# ---- latch_strobe_gen ----
==> src/rtl/latch_strobe_gen.sv <==
// Front end for the lab D-latch: synchronises and debounces a push-button and a switch bus,
// then emits one enable strobe with a captured data word per accepted press.
module latch_strobe_gen #(
  parameter int DBNC_CYCLES = 16,
  parameter int DW          = 1,
  parameter int CNT_W       = 8
) (
  input  logic             clk,
  input  logic             rst_n,
  input  logic             btn_raw,
  input  logic [DW-1:0]    d_raw,
  output logic             e_out,
  output logic [DW-1:0]    d_out,
  output logic             btn_level,
  output logic [CNT_W-1:0] press_cnt,
  output logic [1:0]       dbgState
);

  localparam int DBW = $clog2(DBNC_CYCLES);
  localparam logic [DBW-1:0] CNT_LAST = DBW'(DBNC_CYCLES - 1);

  typedef enum logic [1:0] {
    IDLE         = 2'd0,
    PRESS_WAIT   = 2'd1,
    PRESSED      = 2'd2,
    RELEASE_WAIT = 2'd3
  } stateT;

  stateT          state;
  stateT          stateNext;
  logic [DBW-1:0] dbncCnt;
  logic [DBW-1:0] dbncNext;
  logic           strobeNext;

  logic           btnMeta;
  logic           btnS;
  logic [DW-1:0]  dMeta;
  logic [DW-1:0]  dS;

  // Two-flop synchronisers; nothing downstream looks at the raw pins.
  always_ff @(posedge clk or negedge rst_n) begin
    if (!rst_n) begin
      btnMeta <= 1'b0;
      btnS    <= 1'b0;
      dMeta   <= '0;
      dS      <= '0;
    end else begin
      btnMeta <= btn_raw;
      btnS    <= btnMeta;
      dMeta   <= d_raw;
      dS      <= dMeta;
    end
  end

  always_comb begin
    stateNext  = state;
    dbncNext   = dbncCnt;
    strobeNext = 1'b0;
    case (state)
      IDLE: begin
        if (btnS) stateNext = PRESS_WAIT;
      end
      PRESS_WAIT: begin
        if (!btnS) begin
          stateNext = IDLE;
        end else if (dbncCnt == CNT_LAST) begin
          stateNext  = PRESSED;
          strobeNext = 1'b1;
        end else begin
          dbncNext = dbncCnt + 1'b1;
        end
      end
      PRESSED: begin
        if (!btnS) stateNext = RELEASE_WAIT;
      end
      RELEASE_WAIT: begin
        if (btnS) begin
          stateNext = PRESSED;
        end else if (dbncCnt == CNT_LAST) begin
          stateNext = IDLE;
        end else begin
          dbncNext = dbncCnt + 1'b1;
        end
      end
      default: stateNext = IDLE;
    endcase
    // Every stability window starts counting from zero.
    if (stateNext != state) dbncNext = '0;
  end

  always_ff @(posedge clk or negedge rst_n) begin
    if (!rst_n) begin
      state     <= IDLE;
      dbncCnt   <= '0;
      e_out     <= 1'b0;
      d_out     <= '0;
      btn_level <= 1'b0;
      press_cnt <= '0;
    end else begin
      state     <= stateNext;
      dbncCnt   <= dbncNext;
      e_out     <= strobeNext;
      btn_level <= (stateNext == PRESSED) || (stateNext == RELEASE_WAIT);
      // d_out only moves together with the strobe so the latch never sees switch churn.
      if (strobeNext) begin
        d_out     <= dS;
        press_cnt <= press_cnt + 1'b1;
      end
    end
  end

  assign dbgState = state;

endmodule
==> config.mk <==
export PLATFORM = sky130hd
export DESIGN_NAME = latch_strobe_gen
export DESIGN_NICKNAME = d
export VERILOG_FILES = /design/src/rtl/latch_strobe_gen.sv
export SDC_FILE = /design/constraint.sdc
export NUM_CORES = 1
export LEC_CHECK = 0
export ABC_AREA = 1
export CAP_MARGIN = 10
export CORE_ASPECT_RATIO = 0.75
export CORE_MARGIN = 1
export CORE_UTILIZATION = 50
export DETAILED_ROUTE_END_ITERATION = 8
export HOLD_SLACK_MARGIN = 0.15
export PLACE_DENSITY_LB_ADDON = 0.1
export SLEW_MARGIN = 20
export SYNTH_ARGS = -nofsm -noshare
export SYNTH_HDL_FRONTEND = slang
export SYNTH_SLANG_ARGS = --single-unit
==> constraint.sdc <==
create_clock -name clk -period 1.74 [get_ports clk]
set_input_delay 0.348 -clock clk [delete_from_list [all_inputs] [get_ports clk]]
set_output_delay 0.348 -clock clk [all_outputs]
set_load 0.05 [all_outputs]
# ---- bitwise_unit_pipe ----
[config.mk]
export PLATFORM = sky130hd
export DESIGN_NAME = bitwise_unit_pipe
export DESIGN_NICKNAME = d
export VERILOG_FILES = /design/src/rtl/bitwise_pkg.sv /design/src/rtl/bitwise_unit_pipe_core.sv /design/src/rtl/bitwise_unit_pipe.sv
export SDC_FILE = /design/constraint.sdc
export NUM_CORES = 1
export LEC_CHECK = 0
export ABC_CLOCK_PERIOD_IN_PS = 2550
export CAP_MARGIN = 20
export CORE_UTILIZATION = 40
export CTS_CLUSTER_DIAMETER = 100
export DETAILED_ROUTE_END_ITERATION = 7
export GPL_TIMING_DRIVEN = 0
export PLACE_DENSITY_LB_ADDON = 0.1
export RECOVER_POWER = 25
export SLEW_MARGIN = 30
export SYNTH_ARGS = -nofsm -noshare
export SYNTH_HDL_FRONTEND = slang
export SYNTH_SLANG_ARGS = --single-unit
[constraint.sdc]
create_clock -name clk -period 2.55 [get_ports clk]
set_input_delay 0.3825 -clock clk [delete_from_list [all_inputs] [get_ports clk]]
set_output_delay 0.3825 -clock clk [all_outputs]
set_load 0.005 [all_outputs]
[src/rtl/bitwise_pkg.sv]
// Shared definitions for the pipelined bitwise unit: op encoding and a
// width-agnostic evaluation function usable by any caller up to MAX_W bits.
package bitwise_pkg;

  localparam int OP_W  = 3;
  localparam int MAX_W = 64;

  typedef enum logic [OP_W-1:0] {
    OP_NOT_A  = 3'd0,
    OP_AND    = 3'd1,
    OP_OR     = 3'd2,
    OP_XOR    = 3'd3,
    OP_NAND   = 3'd4,
    OP_NOR    = 3'd5,
    OP_XNOR   = 3'd6,
    OP_PASS_A = 3'd7
  } op_t;

  // Bitwise ops have no carries, so evaluating at MAX_W and keeping the low
  // bits gives the same answer as evaluating at any narrower width.
  function automatic logic [MAX_W-1:0] bitwise_eval(input op_t op,
                                                    input logic [MAX_W-1:0] a,
                                                    input logic [MAX_W-1:0] b);
    logic [MAX_W-1:0] r;
    case (op)
      OP_NOT_A: r = ~a;
      OP_AND:   r = a & b;
      OP_OR:    r = a | b;
      OP_XOR:   r = a ^ b;
      OP_NAND:  r = ~(a & b);
      OP_NOR:   r = ~(a | b);
      OP_XNOR:  r = ~(a ^ b);
      default:  r = a;
    endcase
    return r;
  endfunction

endpackage

[src/rtl/bitwise_unit_pipe_core.sv]
// Combinational bitwise datapath: op, a, b -> result plus zero/negative flags.
module bitwise_core
  import bitwise_pkg::*;
#(
  parameter int WIDTH = 16
) (
  input  op_t              op,
  input  logic [WIDTH-1:0] a,
  input  logic [WIDTH-1:0] b,
  output logic [WIDTH-1:0] result,
  output logic             zr,
  output logic             ng
);

  always_comb begin
    // NOTE: default first so every path through the case assigns result; no latch.
    result = '0;
    case (op)
      OP_NOT_A:  result = ~a;
      OP_AND:    result = a & b;
      OP_OR:     result = a | b;
      OP_XOR:    result = a ^ b;
      OP_NAND:   result = ~(a & b);
      OP_NOR:    result = ~(a | b);
      OP_XNOR:   result = ~(a ^ b);
      OP_PASS_A: result = a;
      default:   result = '0;
    endcase
  end

  assign zr = (result == '0);
  assign ng = result[WIDTH-1];

endmodule

[src/rtl/bitwise_unit_pipe.sv]
// Registered bitwise unit with valid/ready on both sides; a one-entry skid
// buffer keeps in_ready free of any combinational path from out_ready.
module bitwise_unit_pipe
  import bitwise_pkg::*;
#(
  parameter int WIDTH     = 16,
  parameter bit REG_FLAGS = 1'b1
) (
  input  logic             clk,
  input  logic             reset,
  input  logic             in_valid,
  output logic             in_ready,
  input  logic [OP_W-1:0]  op,
  input  logic [WIDTH-1:0] a,
  input  logic [WIDTH-1:0] b,
  output logic             out_valid,
  input  logic             out_ready,
  output logic [WIDTH-1:0] out,
  output logic             zr,
  output logic             ng
);

  logic [WIDTH-1:0] core_res;
  logic             core_zr;
  logic             core_ng;

  logic             skid_valid;
  logic [WIDTH-1:0] skid_res;
  logic             skid_zr;
  logic             skid_ng;

  logic             out_zr_q;
  logic             out_ng_q;

  logic             accept;
  logic             load_out;

  bitwise_core #(.WIDTH(WIDTH)) u_core (
    .op     (op_t'(op)),
    .a      (a),
    .b      (b),
    .result (core_res),
    .zr     (core_zr),
    .ng     (core_ng)
  );

  assign in_ready = !reset && !skid_valid;
  assign accept   = in_valid && in_ready;
  assign load_out = !out_valid || out_ready;

  // NOTE: sequential state uses non-blocking assignments so every register
  // samples pre-edge values regardless of statement order.
  always_ff @(posedge clk) begin
    if (reset) begin
      out_valid  <= 1'b0;
      skid_valid <= 1'b0;
      out        <= '0;
      out_zr_q   <= 1'b0;
      out_ng_q   <= 1'b0;
    end else begin
      if (load_out) begin
        // Skid entry is older than anything at the input, so it always wins.
        if (skid_valid) begin
          out      <= skid_res;
          out_zr_q <= skid_zr;
          out_ng_q <= skid_ng;
        end else if (accept) begin
          out      <= core_res;
          out_zr_q <= core_zr;
          out_ng_q <= core_ng;
        end
        out_valid  <= skid_valid || accept;
        skid_valid <= 1'b0;
      end else if (accept) begin
        skid_valid <= 1'b1;
      end
    end
  end

  // NOTE: the skid payload is qualified by skid_valid, so it carries no reset.
  always_ff @(posedge clk) begin
    if (accept && !load_out) begin
      skid_res <= core_res;
      skid_zr  <= core_zr;
      skid_ng  <= core_ng;
    end
  end

  generate
    if (REG_FLAGS) begin : g_reg_flags
      assign zr = out_zr_q;
      assign ng = out_ng_q;
    end else begin : g_comb_flags
      assign zr = (out == '0);
      assign ng = out[WIDTH-1];
    end
  endgenerate

endmodule

# ---- tile_pattern_generator_flat ----
[src/rtl/tile_pattern_generator_if.sv]
// Video timing, palette ROM bus and colour outputs of the tile pattern generator.
// The generator side (master) drives the palette address and the colour outputs.
interface tile_pattern_generator_if;
    logic        IAA;
    logic        VS;
    logic [10:0] HCNT;
    logic [10:0] VCNT;
    logic [7:0]  pal_addr;
    logic [23:0] pal_data;
    logic [7:0]  R;
    logic [7:0]  G;
    logic [7:0]  B;
    logic        de_out;

    modport master (
        input  IAA, VS, HCNT, VCNT, pal_data,
        output pal_addr, R, G, B, de_out
    );

    modport slave (
        output IAA, VS, HCNT, VCNT, pal_data,
        input  pal_addr, R, G, B, de_out
    );
endinterface

[src/rtl/tile_pattern_generator.sv]
// Tiled VGA test-pattern source: counter-based tile tracking, pattern/scroll palette index,
// external palette ROM lookup and a latency-matched colour and data-enable output stage.
module tile_pattern_generator #(
    parameter int          H_VISIBLE   = 640,
    parameter int          V_VISIBLE   = 480,
    parameter int          TILES_X     = 8,
    parameter int          TILES_Y     = 8,
    parameter int          NUM_COLORS  = 8,
    parameter int          PAL_BASE    = 0,
    parameter int          PAL_LATENCY = 1,
    parameter int          SCROLL_DIV  = 30,
    parameter logic [23:0] OFF_RGB     = 24'h0
) (
    input  logic                     VGA_CLK,
    input  logic                     rst,
    tile_pattern_generator_if.master vga,
    input  logic [1:0]               mode,
    input  logic                     scroll_en
);
    localparam int TILE_W = H_VISIBLE / TILES_X;
    localparam int TILE_H = V_VISIBLE / TILES_Y;
    localparam int PX_W   = $clog2(H_VISIBLE + 1);
    localparam int PY_W   = $clog2(V_VISIBLE + 1);
    localparam int TX_W   = $clog2(TILES_X + 1);
    localparam int TY_W   = $clog2(TILES_Y + 1);
    localparam int OFF_W  = $clog2(NUM_COLORS + 1);
    localparam int DIV_W  = $clog2(SCROLL_DIV + 1);
    localparam int IW     = 16;

    localparam logic [PX_W-1:0]  TILE_W_M1 = PX_W'(TILE_W - 1);
    localparam logic [PY_W-1:0]  TILE_H_M1 = PY_W'(TILE_H - 1);
    localparam logic [TX_W-1:0]  TX_LAST   = TX_W'(TILES_X - 1);
    localparam logic [TY_W-1:0]  TY_LAST   = TY_W'(TILES_Y - 1);
    localparam logic [OFF_W-1:0] OFF_LAST  = OFF_W'(NUM_COLORS - 1);
    localparam logic [DIV_W-1:0] DIV_LAST  = DIV_W'(SCROLL_DIV - 1);
    localparam logic [IW-1:0]    NC        = IW'(NUM_COLORS);
    localparam logic [IW-1:0]    DIAG_BIAS = IW'(NUM_COLORS * TILES_X);

    logic              iaa_q;
    logic              vs_q;
    logic              frame_armed;
    logic [PX_W-1:0]   px;
    logic [PX_W-1:0]   cur_px;
    logic [TX_W-1:0]   tx;
    logic [TX_W-1:0]   cur_tx;
    logic [PY_W-1:0]   py;
    logic [TY_W-1:0]   ty;
    logic [OFF_W-1:0]  offset;
    logic [DIV_W-1:0]  frame_div;
    logic [1:0]        mode_q;
    logic              line_start;
    logic              line_end;
    logic              frame_tick;
    logic [IW-1:0]     raw_index;
    logic [IW-1:0]     index;
    logic [PAL_LATENCY:0] valid_pipe;
    logic [21:0]       unused_cnt;

    // The timing generator's counters are carried for monitoring only.
    assign unused_cnt = {vga.HCNT, vga.VCNT};

    assign line_start = vga.IAA & ~iaa_q;
    assign line_end   = ~vga.IAA & iaa_q;
    assign frame_tick = ~vga.VS & vs_q;

    // The first pixel of a line already belongs to tile column 0.
    assign cur_px = line_start ? '0 : px;
    assign cur_tx = line_start ? '0 : tx;

    // The diagonal bias keeps ty - tx + offset non-negative before the modulo.
    always_comb begin
        raw_index = '0;
        case (mode_q)
            2'd0:    raw_index = IW'(ty) + IW'(offset) + DIAG_BIAS - IW'(cur_tx);
            2'd1:    raw_index = ((IW'(cur_tx) ^ IW'(ty)) & IW'(1)) + IW'(offset);
            2'd2:    raw_index = IW'(ty) + IW'(offset);
            default: raw_index = IW'(cur_tx) + IW'(offset);
        endcase
        index = raw_index % NC;
    end

    // iaa_q resets high so that a reset released mid-line does not fake a line start;
    // frame_armed keeps ty at 0 until the first frame tick after reset.
    always_ff @(posedge VGA_CLK) begin
        if (!rst) begin
            iaa_q       <= 1'b1;
            vs_q        <= 1'b0;
            frame_armed <= 1'b0;
            px          <= '0;
            tx          <= '0;
            py          <= '0;
            ty          <= '0;
            offset      <= '0;
            frame_div   <= '0;
            mode_q      <= 2'd0;
        end else begin
            iaa_q <= vga.IAA;
            vs_q  <= vga.VS;
            if (vga.IAA) begin
                if (cur_px == TILE_W_M1 && cur_tx < TX_LAST) begin
                    px <= '0;
                    tx <= cur_tx + 1'b1;
                end else begin
                    px <= cur_px + 1'b1;
                    tx <= cur_tx;
                end
            end
            if (frame_tick) begin
                px          <= '0;
                tx          <= '0;
                py          <= '0;
                ty          <= '0;
                frame_armed <= 1'b1;
                mode_q      <= mode;
                if (scroll_en) begin
                    if (frame_div == DIV_LAST) begin
                        frame_div <= '0;
                        offset    <= (offset == OFF_LAST) ? '0 : offset + 1'b1;
                    end else begin
                        frame_div <= frame_div + 1'b1;
                    end
                end
            end else if (line_end && frame_armed) begin
                if (py == TILE_H_M1 && ty < TY_LAST) begin
                    py <= '0;
                    ty <= ty + 1'b1;
                end else begin
                    py <= py + 1'b1;
                end
            end
        end
    end

    // valid_pipe[PAL_LATENCY] lines up with pal_data for the same pixel.
    always_ff @(posedge VGA_CLK) begin
        if (!rst) begin
            vga.pal_addr              <= 8'(PAL_BASE);
            valid_pipe                <= '0;
            {vga.R, vga.G, vga.B}     <= OFF_RGB;
            vga.de_out                <= 1'b0;
        end else begin
            if (vga.IAA) begin
                vga.pal_addr <= 8'(IW'(PAL_BASE) + index);
            end
            valid_pipe            <= {valid_pipe[PAL_LATENCY-1:0], vga.IAA};
            vga.de_out            <= valid_pipe[PAL_LATENCY];
            {vga.R, vga.G, vga.B} <= valid_pipe[PAL_LATENCY] ? vga.pal_data : OFF_RGB;
        end
    end
endmodule

[src/flat_wrapper.sv]
// flat-port wrapper written by rule: the top's interface ports become plain ports
module tile_pattern_generator_flat 
#(
    parameter int          H_VISIBLE   = 640,
    parameter int          V_VISIBLE   = 480,
    parameter int          TILES_X     = 8,
    parameter int          TILES_Y     = 8,
    parameter int          NUM_COLORS  = 8,
    parameter int          PAL_BASE    = 0,
    parameter int          PAL_LATENCY = 1,
    parameter int          SCROLL_DIV  = 30,
    parameter logic [23:0] OFF_RGB     = 24'h0
)
  (VGA_CLK, rst, mode, scroll_en, vga_IAA, vga_VS, vga_HCNT, vga_VCNT, vga_pal_data, vga_pal_addr, vga_R, vga_G, vga_B, vga_de_out);
  tile_pattern_generator_if vga_i ();
  input  logic VGA_CLK;
  input  logic rst;
  input  logic [1:0] mode;
  input  logic scroll_en;
  input wire logic [$bits(vga_i.IAA)-1:0] vga_IAA;
  input wire logic [$bits(vga_i.VS)-1:0] vga_VS;
  input wire logic [$bits(vga_i.HCNT)-1:0] vga_HCNT;
  input wire logic [$bits(vga_i.VCNT)-1:0] vga_VCNT;
  input wire logic [$bits(vga_i.pal_data)-1:0] vga_pal_data;
  output wire logic [$bits(vga_i.pal_addr)-1:0] vga_pal_addr;
  output wire logic [$bits(vga_i.R)-1:0] vga_R;
  output wire logic [$bits(vga_i.G)-1:0] vga_G;
  output wire logic [$bits(vga_i.B)-1:0] vga_B;
  output wire logic [$bits(vga_i.de_out)-1:0] vga_de_out;
  assign vga_i.IAA = vga_IAA;
  assign vga_i.VS = vga_VS;
  assign vga_i.HCNT = vga_HCNT;
  assign vga_i.VCNT = vga_VCNT;
  assign vga_i.pal_data = vga_pal_data;
  assign vga_pal_addr = vga_i.pal_addr;
  assign vga_R = vga_i.R;
  assign vga_G = vga_i.G;
  assign vga_B = vga_i.B;
  assign vga_de_out = vga_i.de_out;
  tile_pattern_generator #(.H_VISIBLE(H_VISIBLE), .V_VISIBLE(V_VISIBLE), .TILES_X(TILES_X), .TILES_Y(TILES_Y), .NUM_COLORS(NUM_COLORS), .PAL_BASE(PAL_BASE), .PAL_LATENCY(PAL_LATENCY), .SCROLL_DIV(SCROLL_DIV), .OFF_RGB(OFF_RGB)) u_core (.VGA_CLK(VGA_CLK), .rst(rst), .vga(vga_i), .mode(mode), .scroll_en(scroll_en));
endmodule
[config.mk]
export PLATFORM = sky130hd
export DESIGN_NAME = tile_pattern_generator_flat
export DESIGN_NICKNAME = d
export VERILOG_FILES = /design/src/rtl/tile_pattern_generator_if.sv /design/src/rtl/tile_pattern_generator.sv /design/src/flat_wrapper.sv
export SDC_FILE = /design/constraint.sdc
export NUM_CORES = 1
export LEC_CHECK = 0
export CAP_MARGIN = 0
export CORE_ASPECT_RATIO = 0.9
export CORE_MARGIN = 2
export CORE_UTILIZATION = 43
export DETAILED_ROUTE_END_ITERATION = 8
export PLACE_DENSITY_LB_ADDON = 0.12
export REMOVE_ABC_BUFFERS = 1
export SYNTH_ARGS = -nofsm -noshare
export SYNTH_HDL_FRONTEND = slang
export SYNTH_SLANG_ARGS = --single-unit
[constraint.sdc]
create_clock -name VGA_CLK -period 2.3 [get_ports VGA_CLK]
set_input_delay 0.575 -clock VGA_CLK [delete_from_list [all_inputs] [get_ports VGA_CLK]]
set_output_delay 0.575 -clock VGA_CLK [all_outputs]
set_load 0.03 [all_outputs]
# ---- id_ex_stage ----
$ cat config.mk
export PLATFORM = sky130hd
export DESIGN_NAME = id_ex_stage
export DESIGN_NICKNAME = d
export VERILOG_FILES = /design/src/rtl/id_ex_stage.sv
export SDC_FILE = /design/constraint.sdc
export NUM_CORES = 1
export LEC_CHECK = 0
export CORE_AREA = 4 4 259 261
export DETAILED_ROUTE_END_ITERATION = 7
export DIE_AREA = 0 0 263 265
export SYNTH_ARGS = -nofsm -noshare
export SYNTH_HDL_FRONTEND = slang
export SYNTH_SLANG_ARGS = --single-unit
$ cat constraint.sdc
create_clock -name clk -period 3.8 [get_ports clk]
set_clock_uncertainty 0.2 [all_clocks]
set_input_delay 0.38 -clock clk [delete_from_list [all_inputs] [get_ports clk]]
set_output_delay 0.38 -clock clk [all_outputs]
set_load 0.02 [all_outputs]
$ cat src/rtl/id_ex_stage.sv
// ID/EX pipeline register for the RV64 core. It holds under back-pressure, inserts one bubble
// on a load-use hazard, squashes on redirect, and counts load-use bubbles.
module id_ex_stage #(
   parameter int XLEN  = 64,
   parameter int CNT_W = 32
) (
   input  logic             clk,
   input  logic             rstn,
   input  logic             id_valid,
   input  logic [XLEN-1:0]  id_pc,
   input  logic [31:0]      id_inst,
   input  logic [4:0]       id_rs1,
   input  logic [4:0]       id_rs2,
   input  logic [4:0]       id_rd,
   input  logic             id_use_rs1,
   input  logic             id_use_rs2,
   input  logic             id_we_reg,
   input  logic             id_re_mem,
   input  logic             id_we_mem,
   input  logic [3:0]       id_alu_op,
   input  logic [XLEN-1:0]  id_rs1_val,
   input  logic [XLEN-1:0]  id_rs2_val,
   input  logic [XLEN-1:0]  id_imm,
   input  logic             ex_ready,
   input  logic             flush,
   output logic             ex_valid,
   output logic [XLEN-1:0]  ex_pc,
   output logic [31:0]      ex_inst,
   output logic [4:0]       ex_rs1,
   output logic [4:0]       ex_rs2,
   output logic [4:0]       ex_rd,
   output logic             ex_use_rs1,
   output logic             ex_use_rs2,
   output logic             ex_we_reg,
   output logic             ex_re_mem,
   output logic             ex_we_mem,
   output logic [3:0]       ex_alu_op,
   output logic [XLEN-1:0]  ex_rs1_val,
   output logic [XLEN-1:0]  ex_rs2_val,
   output logic [XLEN-1:0]  ex_imm,
   output logic             load_use,
   output logic             id_stall,
   output logic [CNT_W-1:0] bubble_cnt
);

   logic             valid_reg, valid_next;
   logic [XLEN-1:0]  pc_reg, pc_next;
   logic [31:0]      inst_reg, inst_next;
   logic [4:0]       rs1_reg, rs1_next;
   logic [4:0]       rs2_reg, rs2_next;
   logic [4:0]       rd_reg, rd_next;
   logic             use_rs1_reg, use_rs1_next;
   logic             use_rs2_reg, use_rs2_next;
   logic             we_reg_reg, we_reg_next;
   logic             re_mem_reg, re_mem_next;
   logic             we_mem_reg, we_mem_next;
   logic [3:0]       alu_op_reg, alu_op_next;
   logic [XLEN-1:0]  rs1_val_reg, rs1_val_next;
   logic [XLEN-1:0]  rs2_val_reg, rs2_val_next;
   logic [XLEN-1:0]  imm_reg, imm_next;
   logic [CNT_W-1:0] cnt_reg, cnt_next;

   logic rs1_hit;
   logic rs2_hit;

   // Only a load in EX writing a non-zero register can outrun forwarding.
   assign rs1_hit  = id_use_rs1 && (id_rs1 == rd_reg);
   assign rs2_hit  = id_use_rs2 && (id_rs2 == rd_reg);
   assign load_use = id_valid && valid_reg && re_mem_reg && (rd_reg != 5'd0) && (rs1_hit || rs2_hit);
   assign id_stall = !flush && (load_use || !ex_ready);

   always_comb begin
      valid_next   = valid_reg;
      pc_next      = pc_reg;
      inst_next    = inst_reg;
      rs1_next     = rs1_reg;
      rs2_next     = rs2_reg;
      rd_next      = rd_reg;
      use_rs1_next = use_rs1_reg;
      use_rs2_next = use_rs2_reg;
      we_reg_next  = we_reg_reg;
      re_mem_next  = re_mem_reg;
      we_mem_next  = we_mem_reg;
      alu_op_next  = alu_op_reg;
      rs1_val_next = rs1_val_reg;
      rs2_val_next = rs2_val_reg;
      imm_next     = imm_reg;
      if (flush || (ex_ready && load_use)) begin
         valid_next   = 1'b0;
         pc_next      = '0;
         inst_next    = '0;
         rs1_next     = '0;
         rs2_next     = '0;
         rd_next      = '0;
         use_rs1_next = 1'b0;
         use_rs2_next = 1'b0;
         we_reg_next  = 1'b0;
         re_mem_next  = 1'b0;
         we_mem_next  = 1'b0;
         alu_op_next  = '0;
         rs1_val_next = '0;
         rs2_val_next = '0;
         imm_next     = '0;
      end else if (ex_ready) begin
         valid_next   = id_valid;
         pc_next      = id_pc;
         inst_next    = id_inst;
         rs1_next     = id_rs1;
         rs2_next     = id_rs2;
         rd_next      = id_rd;
         use_rs1_next = id_use_rs1;
         use_rs2_next = id_use_rs2;
         we_reg_next  = id_we_reg && id_valid;
         re_mem_next  = id_re_mem && id_valid;
         we_mem_next  = id_we_mem && id_valid;
         alu_op_next  = id_alu_op;
         rs1_val_next = id_rs1_val;
         rs2_val_next = id_rs2_val;
         imm_next     = id_imm;
      end
   end

   // Flush bubbles are deliberately not counted; only hazard bubbles are.
   always_comb begin
      cnt_next = cnt_reg;
      if (!flush && ex_ready && load_use && (cnt_reg != {CNT_W{1'b1}}))
         cnt_next = cnt_reg + 1'b1;
   end

   always_ff @(posedge clk or negedge rstn) begin
      if (!rstn) begin
         valid_reg   <= 1'b0;
         pc_reg      <= '0;
         inst_reg    <= '0;
         rs1_reg     <= '0;
         rs2_reg     <= '0;
         rd_reg      <= '0;
         use_rs1_reg <= 1'b0;
         use_rs2_reg <= 1'b0;
         we_reg_reg  <= 1'b0;
         re_mem_reg  <= 1'b0;
         we_mem_reg  <= 1'b0;
         alu_op_reg  <= '0;
         rs1_val_reg <= '0;
         rs2_val_reg <= '0;
         imm_reg     <= '0;
         cnt_reg     <= '0;
      end else begin
         valid_reg   <= valid_next;
         pc_reg      <= pc_next;
         inst_reg    <= inst_next;
         rs1_reg     <= rs1_next;
         rs2_reg     <= rs2_next;
         rd_reg      <= rd_next;
         use_rs1_reg <= use_rs1_next;
         use_rs2_reg <= use_rs2_next;
         we_reg_reg  <= we_reg_next;
         re_mem_reg  <= re_mem_next;
         we_mem_reg  <= we_mem_next;
         alu_op_reg  <= alu_op_next;
         rs1_val_reg <= rs1_val_next;
         rs2_val_reg <= rs2_val_next;
         imm_reg     <= imm_next;
         cnt_reg     <= cnt_next;
      end
   end

   assign ex_valid   = valid_reg;
   assign ex_pc      = pc_reg;
   assign ex_inst    = inst_reg;
   assign ex_rs1     = rs1_reg;
   assign ex_rs2     = rs2_reg;
   assign ex_rd      = rd_reg;
   assign ex_use_rs1 = use_rs1_reg;
   assign ex_use_rs2 = use_rs2_reg;
   assign ex_we_reg  = we_reg_reg;
   assign ex_re_mem  = re_mem_reg;
   assign ex_we_mem  = we_mem_reg;
   assign ex_alu_op  = alu_op_reg;
   assign ex_rs1_val = rs1_val_reg;
   assign ex_rs2_val = rs2_val_reg;
   assign ex_imm     = imm_reg;
   assign bubble_cnt = cnt_reg;

endmodule

**latch_strobe_gen: metal layers overlaid**

Scale: 10 px per um. Two of the layers only.
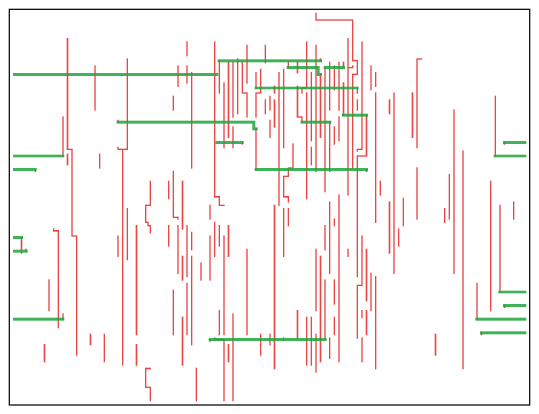
green -> M3  # wire length 123 um
red -> M2  # wire length 787 um
final routed wirelength across all metal layers: 1.71 mm
routed vias: 708

==> out/results.txt, latch_strobe_gen <==
Required time of the critical path: 1.98 ns
Number of global-route vias before repair: 637
Critical path endpoint category: register
Non-clock buffers, area share: 12.5%
Antenna diodes: 0
Clock skew: 0.00489 ns
Tool Warnings: 26
Result of the run: completed
Post-placement cell area: 1080 um2
Multi-input gates: 66
Clock latency at the later pin of the worst-skew pair: 0.30 ns
Multi-input gate share of total cell area: 31.8%
Leak Pwr: 0.648 nW
Total standard cell area after synthesis: 933 um2
Main kind of combinational logic by area: simple AND/OR/NAND/NOR gates
TritonCTS clock tree: yes
Met2 WL post-DR: 786 um
Total cell area reported by yosys after synthesis: 933 um2
Worst setup path class: reg2reg
Pin count of the biggest net entering global routing: 21
P&R area growth vs syn: 21.8%
Average detailed-routed wire length per instance: 11.9 um
Horizontal die dimension: 51.9 um
CTS resizes: 0
Pre-Repair DR Iteration Count: 4
Unrepaired setup endpoints after global routing: false
Basic-gate share of the synthesized area counting and, or, nand and nor cells: 26.3%
Average instance area after synthesis: 9.15 um2
[latch_strobe_gen: registers in the layout (all words and copies together) (netlist names)]
signal / cells
dS: 1
dbgState: 2
btnS: 1
d_out: 1
dMeta: 1
dbncCnt: 4
btnMeta: 1
e_out: 1
press_cnt: 8
[latch_strobe_gen: Yosys cell counts (all sizes together)]
master  number  share of area [%]
buf          2                2.0
dfrtp       20                 54
ha           2                2.7
inv         14                5.6
mux2i        1                1.1
nand2       40                 17
nand3        5                2.7
nand3b       1               0.80
nand4        3                2.7
nor2         6                2.7
o21ai        3                1.6
xnor2        4                6.2
xor2         1               0.94
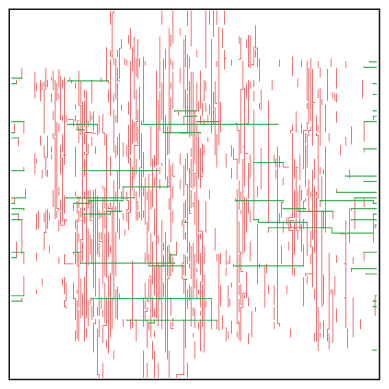
**Above:** bitwise_unit_pipe (metal layers overlaid).
Scale: 4 px per um. Two of the layers only.
red -> M2  # wire length 4130 um
green -> M3  # wire length 446 um
overall global routing resource usage: 20.3%
average detailed-routed wire length per instance: 15.8 um
final routed wirelength across all metal layers: 8.70 mm

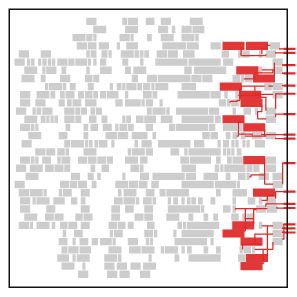
**Above:** bitwise_unit_pipe (nets reached from selected ports).
Scale: 3 px per um.
red -> `out`  # bits 16, direction output, end cells 16, buffers 17, wire 264 um
number of port buffers: 56
top-level I/O count: 59

==> out/results.txt, bitwise_unit_pipe <==
Result of the run: completed
Setup TNS: 0 ns
Pre-CTS worst setup slack: -0.613 ns
Most instantiated logic cells after routing: 36 x sky130_fd_sc_hd__inv_1, 35 x sky130_fd_sc_hd__clkdlybuf4s50_1, 34 x sky130_fd_sc_hd__nor2_1
Post-placement cell area: 3940 um2
XORs/XNORs by Area: 0%
Non-clock buffers, area share: 17.7%
Pin count of the biggest net entering global routing: 18
Worst R2R Path Depth: 3
FP Core Util: 41.7%
Path type of the worst min-delay path: reg2reg
Worst Hold Path EP: out[5]
Dominant cell type by area after synthesis: sky130_fd_sc_hd__edfxtp_1
Ratio of routed vias to standard cells: 5.68
Max incr delay on CP: 0.57 ns
Launching element type of the critical path: primary input
Average instance area after synthesis: 8.47 um2
Count of nets after finishing: 519
First-iteration detailed-routing DRC count: 122
Actual slew at the worst max-slew pin: 0.758 ns
Multi-input gate share of total cell area: 52.4%
Proportion of power drawn by the clock network: 23.1%
Final slew viol count: 0
Worst hold path startpoint: out[5]
List of cells traversed by the critical path: clkdlybuf4s15_1, inv_1, ha_1, mux2_2, mux4_2, or4_4, nor4_4, and3b_1
Post-synth mux share: 7.35%
Commonest Layout Cell: sky130_fd_sc_hd__inv_1
Critical Path Stages: 8
Post-route antenna net violation count: 0
Power in the clock group: 0.000372 W
Hold_buf cts: 0
==> bitwise_unit_pipe: stage by stage <==
stage               hold slack, ns  instances  total power, W
global placement             0.465        542         0.00121
finish                       0.473        551         0.00161
CTS                          0.480        551         0.00161
detailed placement           0.471        542         0.00122
floorplan                    0.467        384         0.00101
global route                 0.489        551         0.00170
==> bitwise_unit_pipe: layer usage <==
metal  track usage, %  vias up  share of wire [%]
met1             27.4     1465                 47
met5                0        -                  0
met2             34.3       99                 47
li1                 -     1562                  -
met3             2.49        6                5.1
met4             4.95        0               0.63
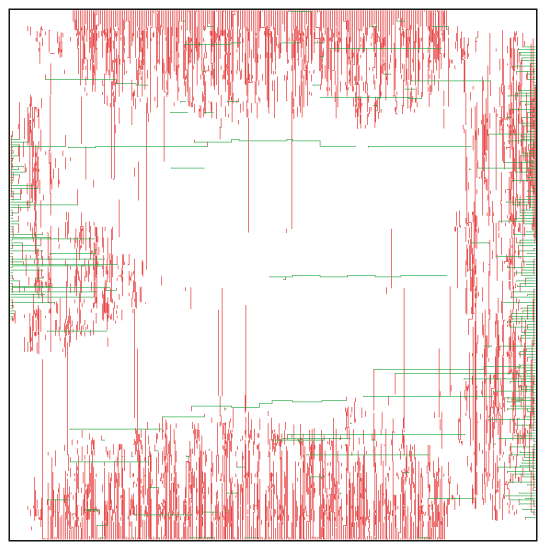
**Above:** id_ex_stage (metal layers overlaid).
Scale: 2 px per um. Two of the layers only.
green -> M3  # wire length 3400 um
red -> M2  # wire length 25.2 mm
overall global routing resource usage: 13.5%
average detailed-routed wire length per instance: 20.7 um
final routed wirelength across all metal layers: 50.0 mm

==> out/results.txt, id_ex_stage <==
Routability cong.: 0.839
Routed met1 length: 20.0 mm
Most instantiated logic cells after routing: 661 x sky130_fd_sc_hd__clkdlybuf4s50_1, 345 x sky130_fd_sc_hd__dfrtp_1, 310 x sky130_fd_sc_hd__a22o_1
Number of port buffers: 663
Worst hold path startpoint: id_rs1_val[58]
# clk buffers: 55
Pre-Repair DR Iteration Count: 4
Horizontal die dimension: 263 um
Unrepaired setup endpoints after global routing: false
TritonCTS clock tree: yes
Antenna violations before repair: 0
Top cell type's share of synthesized area: 68.1%
Non-clock buffers, area share: 32.1%
Routing usage on met2: 23.4%
Required time of the critical path: 3.22 ns
Fraction of the mapped netlist area in adder cells: 0.0986%
Ratio of routed vias to standard cells: 4.24
Final count of hold timing violations: 0
Clock H-tree levels: 2
Post-route worst hold slack: 0.245 ns
Total CTS buffers: 41
Worst setup path class: reg2out
Maximum fanout along the worst path: 7
Antenna diodes: 0
Result of the run: completed
Post-route antenna net violation count: 0
GR Util met3: 3.93%
N_taps: 855
Multi-input gate area in the final layout: 3730 um2
Post-DP HPWL: 36.7 mm
Remaining max-slew budget at the tightest pin: 34.7%
Leak Pwr: 9.38 nW
Count of state elements after synthesis: 345
Pin count of the biggest net entering global routing: 161
XORs/XNORs by Area: 2.83%
Signal arrival time at the worst endpoint: 2.93 ns
Most popular library cell in the synthesized design by count: sky130_fd_sc_hd__dfrtp_1
Critical path endpoint category: output pin
Total cell area reported by yosys after synthesis: 12700 um2
Dominant cells by area after synthesis: sky130_fd_sc_hd__dfrtp_1 68%, sky130_fd_sc_hd__a22o_1 21%, sky130_fd_sc_hd__xor2_1 2.1%, sky130_fd_sc_hd__buf_2 1.3%, sky130_fd_sc_hd__clkbuf_1 1.1%
Multi-input gates: 461
End of the worst register-to-register path: ex_inst[17]
Critical R2R Launch: ex_rd[4]
VDD IR max: 0.000303 V
Setup TNS: 0 ns
Global route hottest layer: met2
Power in the clock group: 0.00393 W
Top flip-flop cell by instance count after synthesis: sky130_fd_sc_hd__dfrtp_1
Total standard cell area after synthesis: 12700 um2
Clock tree buffer depth: 3
Post-synth ARST share: 100%
Area of the core: 64500 um2
P&R area growth vs syn: 71.2%
==> id_ex_stage: critical path, stage by stage, from the launching register on <==
cell and delay [ns]:
sky130_fd_sc_hd__dfrtp_1 0.49, sky130_fd_sc_hd__xnor2_1 0.46, sky130_fd_sc_hd__nand4_1 0.20, sky130_fd_sc_hd__o22ai_2 0.21, sky130_fd_sc_hd__nand2_2 0.22, sky130_fd_sc_hd__inv_1 0.16
sky130_fd_sc_hd__clkdlybuf4s50_1 0.65
==> id_ex_stage: repair_timing <==
action / in CTS / in global routing
hold buffers: 1 / 0
hold endpoints to repair: 107 / 0
setup endpoints to repair: 0 / 1
resized: 0 / 1
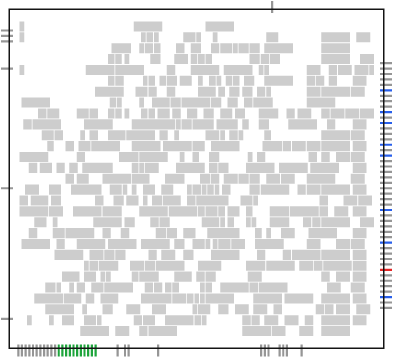
**Above:** tile_pattern_generator_flat (pin map).
Scale: 4 px per um. Pins as bars across the die edge, other pins in grey.
blue -> `vga_R`  # pins 8, direction output, edge right
red -> `vga_de_out`  # pins 1, direction output, edge right
green -> `vga_VCNT`  # pins 11, direction input, edge bottom
horizontal die dimension: 93.3 um
number of port buffers: 58
vertical die size: 84.3 um

==> out/results.txt, tile_pattern_generator_flat <==
Remaining Overflow, GRT: 0
Cell variety after synth: 58
Highest achievable clock rate: 456 MHz
Switching share of total power: 22.0%
Yosys Warn Count: 0
Invs w/o clock: 9
Gate power share: 8.3%
Number of global-route vias before repair: 2322
Number of cells in the design after placement: 486
# DRC: 0
Share of the clock period used by the worst path: 95.4%
Multi-input gate area in the final layout: 1560 um2
Remaining max-slew budget at the tightest pin: 61.2%
Buffer count from post-CTS setup fixing: 0
Leading power group: registers
Relative area of clock buffers and inverters in the final design: 4.74%
Final slew viol count: 0
Result of the run: completed
Power in the clock group: 0.000975 W
End of the worst register-to-register path: u_core.vga.pal_addr[2]
Proportion of power drawn by the clock network: 40.0%
Crit path launch: vga_IAA
DIE AREA: 7870 um2
Pre-Repair DR Iteration Count: 4
Fraction of final layout cells sized beyond drive strength 1: 17.9%
Sequential share of cell area: 34.3%
Clock skew: 0.00536 ns
Fraction of the mapped netlist area in adder cells: 5.19%
# setup viols final: 0
Maximum fanout along the worst path: 6
tile_pattern_generator_flat: state kept, by name, summed over array words and instances (netlist names):
name and count:
u_core.vga.B 8, u_core.ty 4, u_core.offset 4, u_core.frame_div 5
u_core.vga.G 8, u_core.vga.R 8, u_core.vga.de_out 1, u_core.px 10
u_core.vga.pal_addr 3, u_core.frame_armed 1, u_core.mode_q 2, u_core.tx 4
u_core.valid_pipe 2, u_core.py 9, u_core.iaa_q 1, u_core.vs_q 1

## Gallery

Drive-strength map.
Plate I
Scale: 4 px per um.
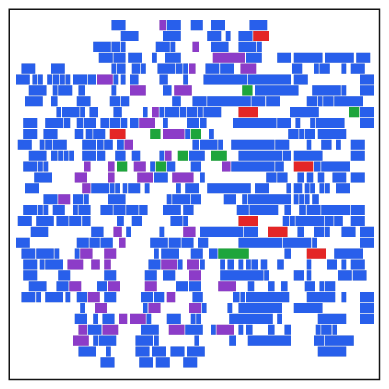
Plate II
Scale: 2 px per um.
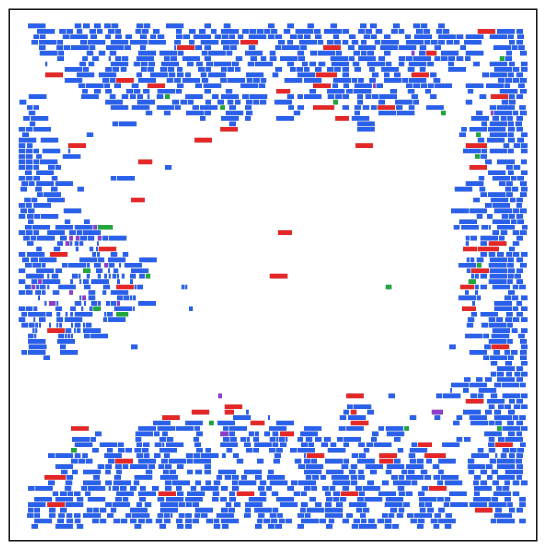
Plate III
Scale: 10 px per um.
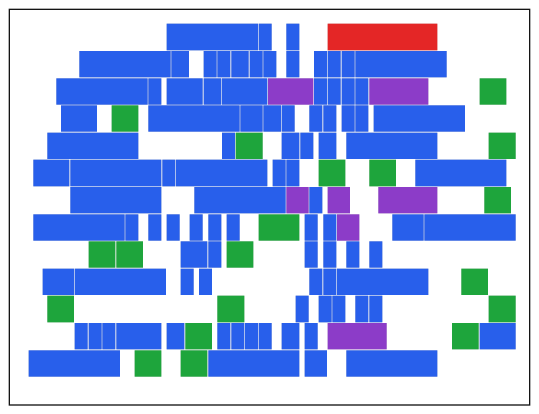
Plate IV
Scale: 4 px per um.
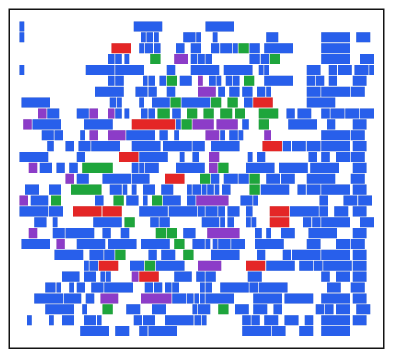
The one with the smallest die is Plate III.
- Plate I = bitwise_unit_pipe
- Plate IV = tile_pattern_generator_flat
- Plate III = latch_strobe_gen
- Plate II = id_ex_stage

Key to Plate III:
purple -> x2  # cells 7, share 5.7%, most used xnor2_2
green -> x3 and x4  # cells 19, share 16%, most used buf_4
red -> x6 and larger  # cells 1, share 0.82%, most used bufinv_16
blue -> x1 and smaller  # cells 95, share 78%, most used nand2_1



==> gallery <==
Pin map.
panel A
Scale: 10 px per um. Pins as bars across the die edge, other pins in grey.
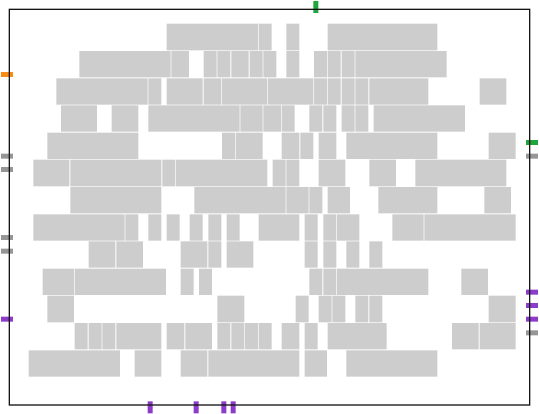
panel B
Scale: 4 px per um. Pins as bars across the die edge, other pins in grey.
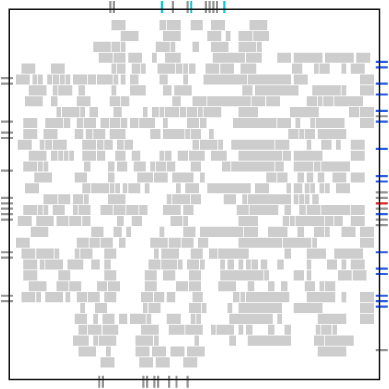
panel C
Scale: 2 px per um. Pins as bars across the die edge, other pins in grey.
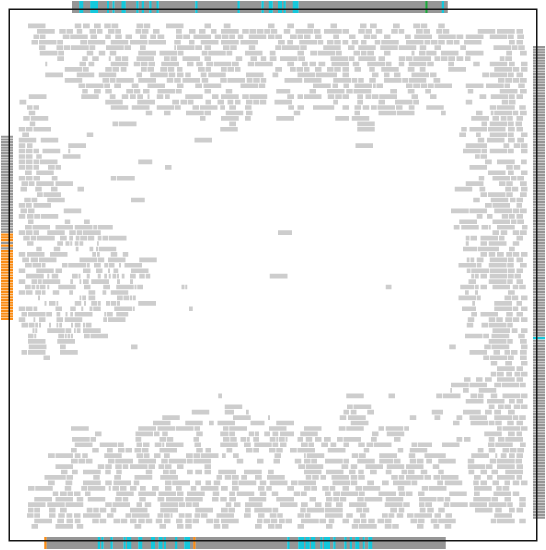
latch_strobe_gen is panel A.
bitwise_unit_pipe is panel B.
id_ex_stage is panel C.


==> layout pictures side by side <==
Placement view.
picture 1
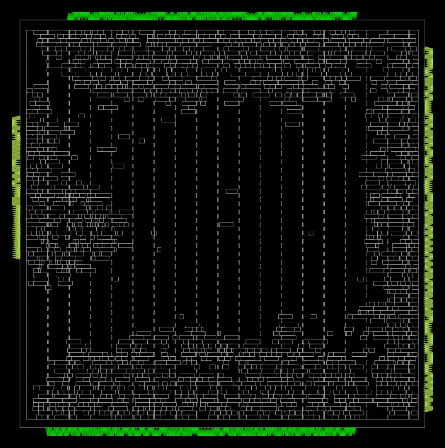
picture 2
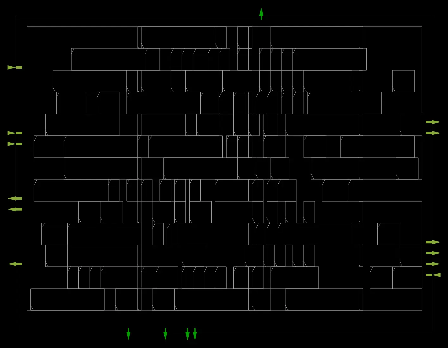
picture 3
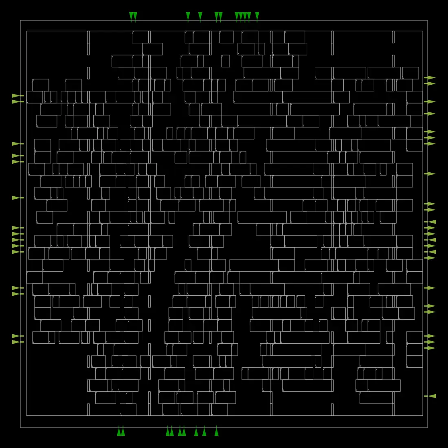
picture 4
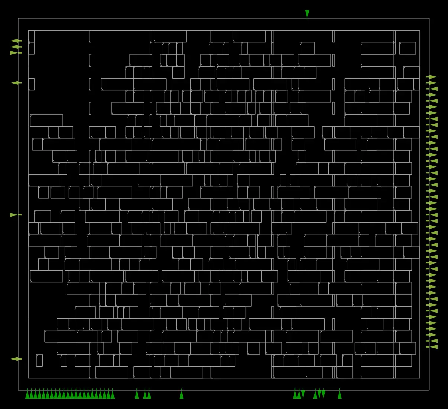
Of these, most cells: picture 1
Of these, fewest sequential cells: picture 2
picture 1 -> id_ex_stage
picture 3 -> bitwise_unit_pipe
picture 2 -> latch_strobe_gen
picture 4 -> tile_pattern_generator_flat

No activity file was given, so power comes from the tool's default toggle rates.
